# block 1

Figure 1. Metal 2 (block 1).
Drawn at 4 px/um.
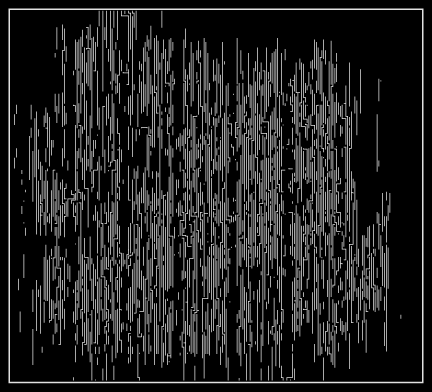

`src/rtl/led_pattern_ctrl.sv`:
```
// led_pattern_ctrl: handshake-loaded, prescaled LED pattern sequencer driving an active-low 4-bit LED bank.
module led_pattern_ctrl #(
  parameter int DIV_W = 24
) (
  input  logic             clk,
  input  logic             rst_n,
  input  logic             cfg_valid,
  output logic             cfg_ready,
  input  logic [1:0]       cfg_mode,
  input  logic [DIV_W-1:0] cfg_period,
  input  logic [7:0]       cfg_repeat,
  input  logic             abort,
  output logic [3:0]       pio_led,
  output logic             busy,
  output logic             done
);
  typedef enum logic [1:0] {IDLE, RUN, DONE} state_t;

  state_t           state_q;
  logic [1:0]       mode_q;
  logic [DIV_W-1:0] per_q;
  logic [DIV_W-1:0] pre_q, pre_d;
  logic [7:0]       rep_q, pass_q, pass_d;
  logic [2:0]       step_q, step_d, last_step;
  logic [3:0]       led_q;
  logic             busy_q, done_q, pre_end, wrap, fin;

  // Active-low step patterns; bounce walks back through the inner LEDs.
  function automatic logic [3:0] pat(input logic [1:0] m, input logic [2:0] s);
    case (m)
      2'd0:    pat = ~(4'b1000 >> s);
      2'd1:    pat = ~(4'b0001 << s);
      2'd2:    pat = (s == 3'd0) ? 4'b0000 : 4'b1111;
      default: pat = (s < 3'd4) ? ~(4'b1000 >> s) : ~(4'b1000 >> (3'd6 - s));
    endcase
  endfunction

  // per_q holds P-1 so the prescaler terminal count is a plain compare.
  always_comb begin
    last_step = (mode_q == 2'd2) ? 3'd1 : (mode_q == 2'd3) ? 3'd5 : 3'd3;
    pre_end   = pre_q == per_q;
    wrap      = pre_end && (step_q == last_step);
    fin       = wrap && (rep_q != 8'd0) && (pass_q == rep_q - 8'd1);
    pre_d     = pre_end ? '0 : pre_q + 1'b1;
    step_d    = pre_end ? ((step_q == last_step) ? 3'd0 : step_q + 3'd1) : step_q;
    pass_d    = wrap ? pass_q + 8'd1 : pass_q;
  end

  always_ff @(posedge clk or negedge rst_n) begin
    if (!rst_n) begin
      state_q <= IDLE;
      mode_q  <= '0;
      per_q   <= '0;
      pre_q   <= '0;
      rep_q   <= '0;
      pass_q  <= '0;
      step_q  <= '0;
      led_q   <= 4'b1111;
      busy_q  <= 1'b0;
      done_q  <= 1'b0;
    end else begin
      case (state_q)
        IDLE: begin
          done_q <= 1'b0;
          if (cfg_valid) begin
            state_q <= RUN;
            mode_q  <= cfg_mode;
            per_q   <= (cfg_period == '0) ? '0 : cfg_period - 1'b1;
            rep_q   <= cfg_repeat;
            pre_q   <= '0;
            pass_q  <= '0;
            step_q  <= '0;
            led_q   <= pat(cfg_mode, 3'd0);
            busy_q  <= 1'b1;
          end
        end
        RUN: begin
          if (abort || fin) begin
            state_q <= abort ? IDLE : DONE;
            done_q  <= !abort;
            led_q   <= 4'b1111;
            busy_q  <= 1'b0;
          end else begin
            pre_q  <= pre_d;
            step_q <= step_d;
            pass_q <= pass_d;
            led_q  <= pat(mode_q, step_d);
          end
        end
        default: begin
          state_q <= IDLE;
          done_q  <= 1'b0;
        end
      endcase
    end
  end

  assign cfg_ready = state_q == IDLE;
  assign pio_led   = led_q;
  assign busy      = busy_q;
  assign done      = done_q;
endmodule

```
`config.mk`:
```
export PLATFORM = sky130hd
export DESIGN_NAME = led_pattern_ctrl
export DESIGN_NICKNAME = d
export VERILOG_FILES = /design/src/rtl/led_pattern_ctrl.sv
export SDC_FILE = /design/constraint.sdc
export NUM_CORES = 1
export LEC_CHECK = 0
export ABC_AREA = 0
export ABC_CLOCK_PERIOD_IN_PS = 2600
export CAP_MARGIN = 25
export CORE_ASPECT_RATIO = 0.9
export CORE_UTILIZATION = 53
export CTS_CLUSTER_DIAMETER = 40
export DETAILED_ROUTE_END_ITERATION = 10
export PLACE_DENSITY = 0.87
export REMOVE_ABC_BUFFERS = 1
export SYNTH_ARGS = -nofsm -noshare
export SYNTH_HDL_FRONTEND = slang
export SYNTH_SLANG_ARGS = --single-unit
```
`constraint.sdc`:
```
create_clock -name clk -period 2.6 [get_ports clk]
set_clock_uncertainty 0.05 [all_clocks]
set_input_delay 0.52 -clock clk [delete_from_list [all_inputs] [get_ports clk]]
set_output_delay 0.52 -clock clk [all_outputs]
set_load 0.01 [all_outputs]
```
# block 2

## config.mk

```make
export PLATFORM = sky130hd
export DESIGN_NAME = turn_signal_seq
export DESIGN_NICKNAME = d
export VERILOG_FILES = /design/src/rtl/turn_signal_seq.sv
export SDC_FILE = /design/constraint.sdc
export NUM_CORES = 1
export LEC_CHECK = 0
export CAP_MARGIN = 0
export CORE_MARGIN = 2
export CORE_UTILIZATION = 30
export DETAILED_ROUTE_END_ITERATION = 10
export GPL_TIMING_DRIVEN = 0
export HOLD_SLACK_MARGIN = 0.15
export SYNTH_ARGS = -nofsm -noshare
export SYNTH_HDL_FRONTEND = slang
export SYNTH_SLANG_ARGS = --single-unit
```

## constraint.sdc

```tcl
create_clock -name clk -period 2.7 [get_ports clk]
set_input_delay 0.675 -clock clk [delete_from_list [all_inputs] [get_ports clk]]
set_output_delay 0.675 -clock clk [all_outputs]
set_load 0.01 [all_outputs]
```

## src/rtl/turn_signal_seq.sv

```systemverilog
// Tail-light sequencer: sequential left/right turn and hazard flash on two LED banks.
// Mode is re-decoded every cycle; any change of decoded mode restarts the new sequence at step 0.
module turn_signal_seq #(
   parameter int unsigned N_LEDS      = 3,
   parameter int unsigned STEP_CYCLES = 500
) (
   input  logic              clk,
   input  logic              rst,
   input  logic              left_req,
   input  logic              right_req,
   input  logic              hazard_req,
   output logic [N_LEDS-1:0] left_leds,
   output logic [N_LEDS-1:0] right_leds,
   output logic              active
);

   localparam int unsigned CNT_W  = (STEP_CYCLES > 1) ? $clog2(STEP_CYCLES) : 1;
   localparam int unsigned STEP_W = $clog2(N_LEDS + 1);

   localparam logic [CNT_W-1:0]  CntMax   = CNT_W'(STEP_CYCLES - 1);
   localparam logic [STEP_W-1:0] SeqLast  = STEP_W'(N_LEDS);
   localparam logic [STEP_W-1:0] HazLast  = STEP_W'(1);
   localparam logic [STEP_W-1:0] StepZero = '0;

   typedef enum logic [1:0] {StIdle, StLeft, StRight, StHaz} state_t;

   state_t              state_q, state_d, mode;
   logic [CNT_W-1:0]    cnt_q, cnt_d;
   logic [STEP_W-1:0]   step_q, step_d, step_last;
   logic [N_LEDS-1:0]   therm;
   logic [N_LEDS-1:0]   left_d, right_d;
   logic                active_d;

   always_comb begin
      if (hazard_req || (left_req && right_req)) begin
         mode = StHaz;
      end else if (left_req) begin
         mode = StLeft;
      end else if (right_req) begin
         mode = StRight;
      end else begin
         mode = StIdle;
      end
   end

   always_comb begin
      state_d   = state_q;
      step_d    = step_q;
      cnt_d     = cnt_q;
      step_last = (state_q == StHaz) ? HazLast : SeqLast;

      if (mode != state_q) begin
         state_d = mode;
         step_d  = '0;
         cnt_d   = '0;
      end else if (state_q != StIdle) begin
         if (cnt_q == CntMax) begin
            cnt_d  = '0;
            step_d = (step_q == step_last) ? StepZero : step_q + STEP_W'(1);
         end else begin
            cnt_d = cnt_q + CNT_W'(1);
         end
      end

      // Thermometer fill up to step_d; the extra step past the last LED is all-off.
      for (int i = 0; i < int'(N_LEDS); i++) begin
         therm[i] = (step_d < SeqLast) && (STEP_W'(i) <= step_d);
      end

      left_d   = '0;
      right_d  = '0;
      active_d = 1'b1;
      case (state_d)
         StIdle:  active_d = 1'b0;
         StLeft:  left_d   = therm;
         StRight: right_d  = therm;
         StHaz: begin
            left_d  = (step_d == StepZero) ? {N_LEDS{1'b1}} : '0;
            right_d = (step_d == StepZero) ? {N_LEDS{1'b1}} : '0;
         end
         default: begin
            state_d  = StIdle;
            step_d   = '0;
            cnt_d    = '0;
            active_d = 1'b0;
         end
      endcase
   end

   always_ff @(posedge clk or posedge rst) begin
      if (rst) begin
         state_q    <= StIdle;
         step_q     <= '0;
         cnt_q      <= '0;
         left_leds  <= '0;
         right_leds <= '0;
         active     <= 1'b0;
      end else begin
         state_q    <= state_d;
         step_q     <= step_d;
         cnt_q      <= cnt_d;
         left_leds  <= left_d;
         right_leds <= right_d;
         active     <= active_d;
      end
   end

endmodule

```


==> gallery <==
Routing congestion map.
picture 1
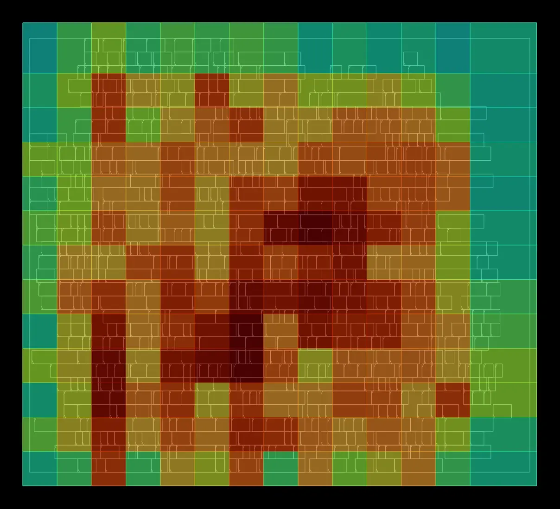
picture 2
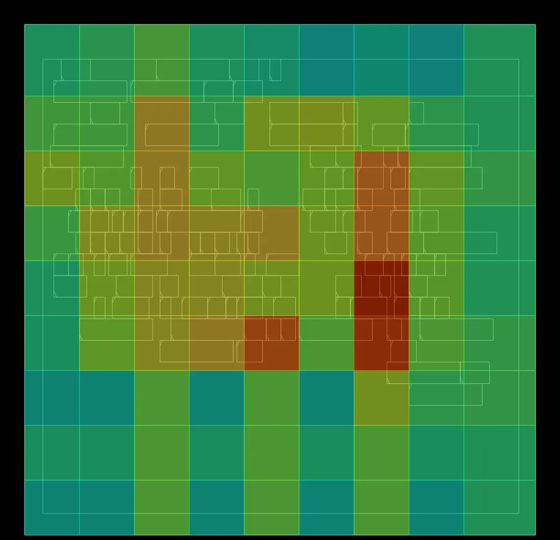
| picture | from |
|---|---|
| picture 2 | block 2 |
| picture 1 | block 1 |
- highest track usage: picture 1
- highest utilization: picture 1

Figure 2. Metal 2 (block 2).
Drawn at 6 px/um.
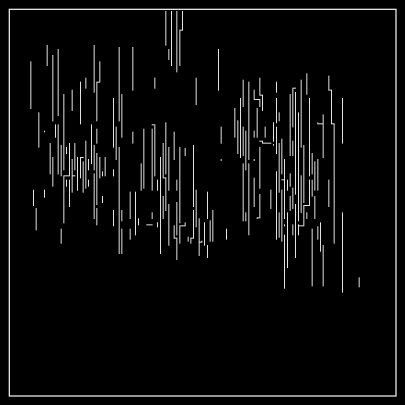
- share of all routed wire: 47%
- main direction: vertical
- longest straight run: 19.9 um
- wire length on this layer: 953 um
Post-Route WL: 2040 um
met2 usage in global routing: 19.4%
Vias: 824

==> deck_impl_summary.md, block 2 <==
Implementation Results

Logic synthesis
  • Area fraction in mux cells: between 1 and 1.5%
  • Register share after synthesis: between 40% and 50%
  • Yosys cell count: between 100 and 150

Clocking
  • CTS max path bufs: 2
  • CTS Buf Count: 3

Routing
  • Remaining DRCs: 0

Run status
  • Run status: completed

Placement
  • Pre-CTS WS: between 0.15 and 0.2 ns

Critical path
  • Critical path peak fanout: 5
  • Crit path launch: cnt_q[0]$_DFFE_PP0P_

Hold path
  • Hold path depth: 2

Layout
  • Logic inverters: 7
  • Comb_multi_in: about 80

Floorplan
  • Site row count: 21

Timing
  • Setup TNS: 0 ns
Figure 3. Sequential cells grouped by signal name (block 1).
Drawn at 4 px/um. Other sequential cells in the stronger grey, the rest of the logic in the fainter grey.
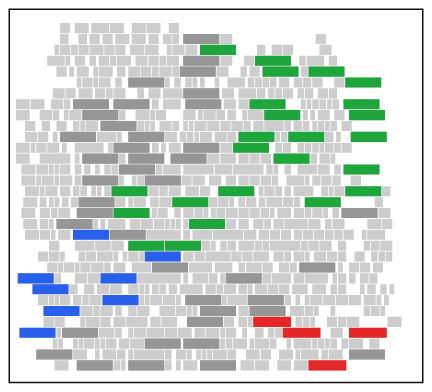
- blue: pass_q (sequential cells 8; where lower left)
- red: pio_led (sequential cells 4; where lower right)
- green: pre_q (sequential cells 24)
- not coloured: 41

Figure 4. Zoomed window (block 1).
Region (39, 34) to (64, 59) um. Cells in grey, sequential cells in the stronger grey; small squares are vias.
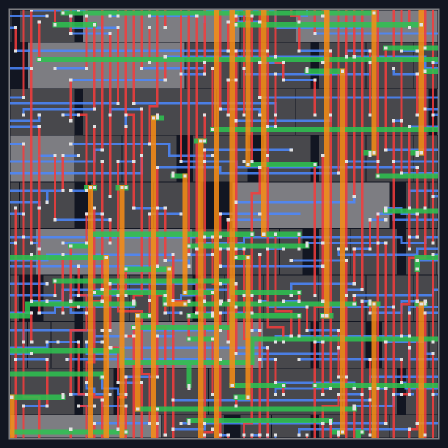
- green: met3
- red: met2
- orange: met4
- blue: met1
- netlist names of flops here include: pre_q (5), per_q (2)
- sequential cells in the window: 7
- most frequent: buf_4 (15), xor2_1 (7), dfrtp_1 (7)
- cells with their middle in the window: 64

About Figure 1:
- wire length on this layer: 7,350 um
- longest straight run: 33.5 um
- nets with wire on the layer: 663
- main direction: vertical
- share of all routed wire: 48%

==> deck_impl_summary.md, block 1 <==
Implementation Results

Layout
  • Fraction of area in registers: roughly 30%
  • Data-path buffer share of cell area in the final layout: 18.1%
  • ANT cells: 0
  • Layout area overhead: 32.4%

Global routing
  • Met2 usage in global routing: between 50% and 60%
  • Routing usage on met3: ~5.3%

Timing
  • Pins Over Slew Limit: 0
  • Setup ws final: -0.146 ns
  • # setup viols final: 28

Run status
  • Run status: finished, violations left
  • Failing checks: negative setup slack

Routing
  • DRT iter0 DRCs: roughly 440
  • Wire length per cell: 18.9 um
  • Post-Route WL: roughly 15,000 um
  • Met3 Wirelength: roughly 1300 um

Pwr
  • Pleak: 2.91 nW
  • VDD IR-drop max: between 0.3 and 0.4 mV
  • Clock network power: 0.939 mW
  • Flop pwr share: a little over two fifths

Logic synthesis
  • Cell type with the largest total area: dfrtp_1

Clocking
  • Count of cells resized by post-cts repair: 16

Critical path
  • Crit-path cells: or4_4, buf_6, nor4_4, xnor2_2, buf_4, a31oi_2, nor2_2, inv_2, buf_4, a31oi_1
  • CP Class: reg -> reg

Placement
  • Port Buf Inserts: 44


==> notes/layouts.md <==
Pictures saved along the way, in no particular order.

Sizing map.
Plate I
Drawn at 4 px/um.
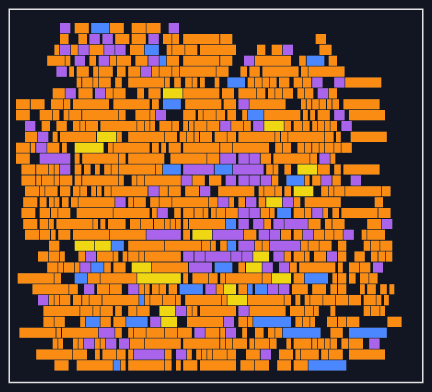
Plate II
Drawn at 8 px/um.
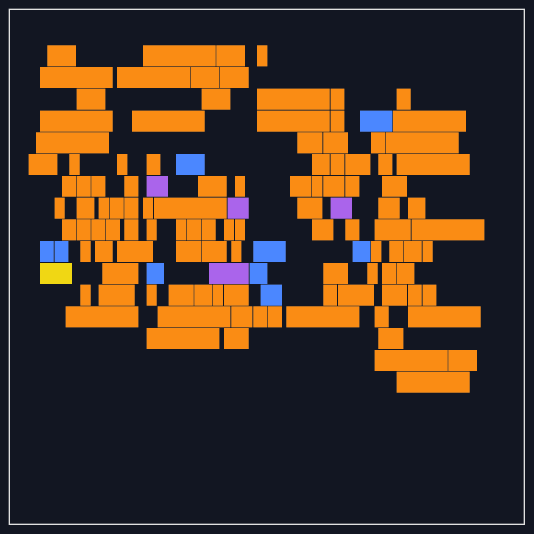
Block 2 is Plate II.
Block 1 is Plate I.
Of these, largest die: Plate I
Of these, most cells: Plate I

Power figures rest on the tool's default switching activity, not on a simulated workload.
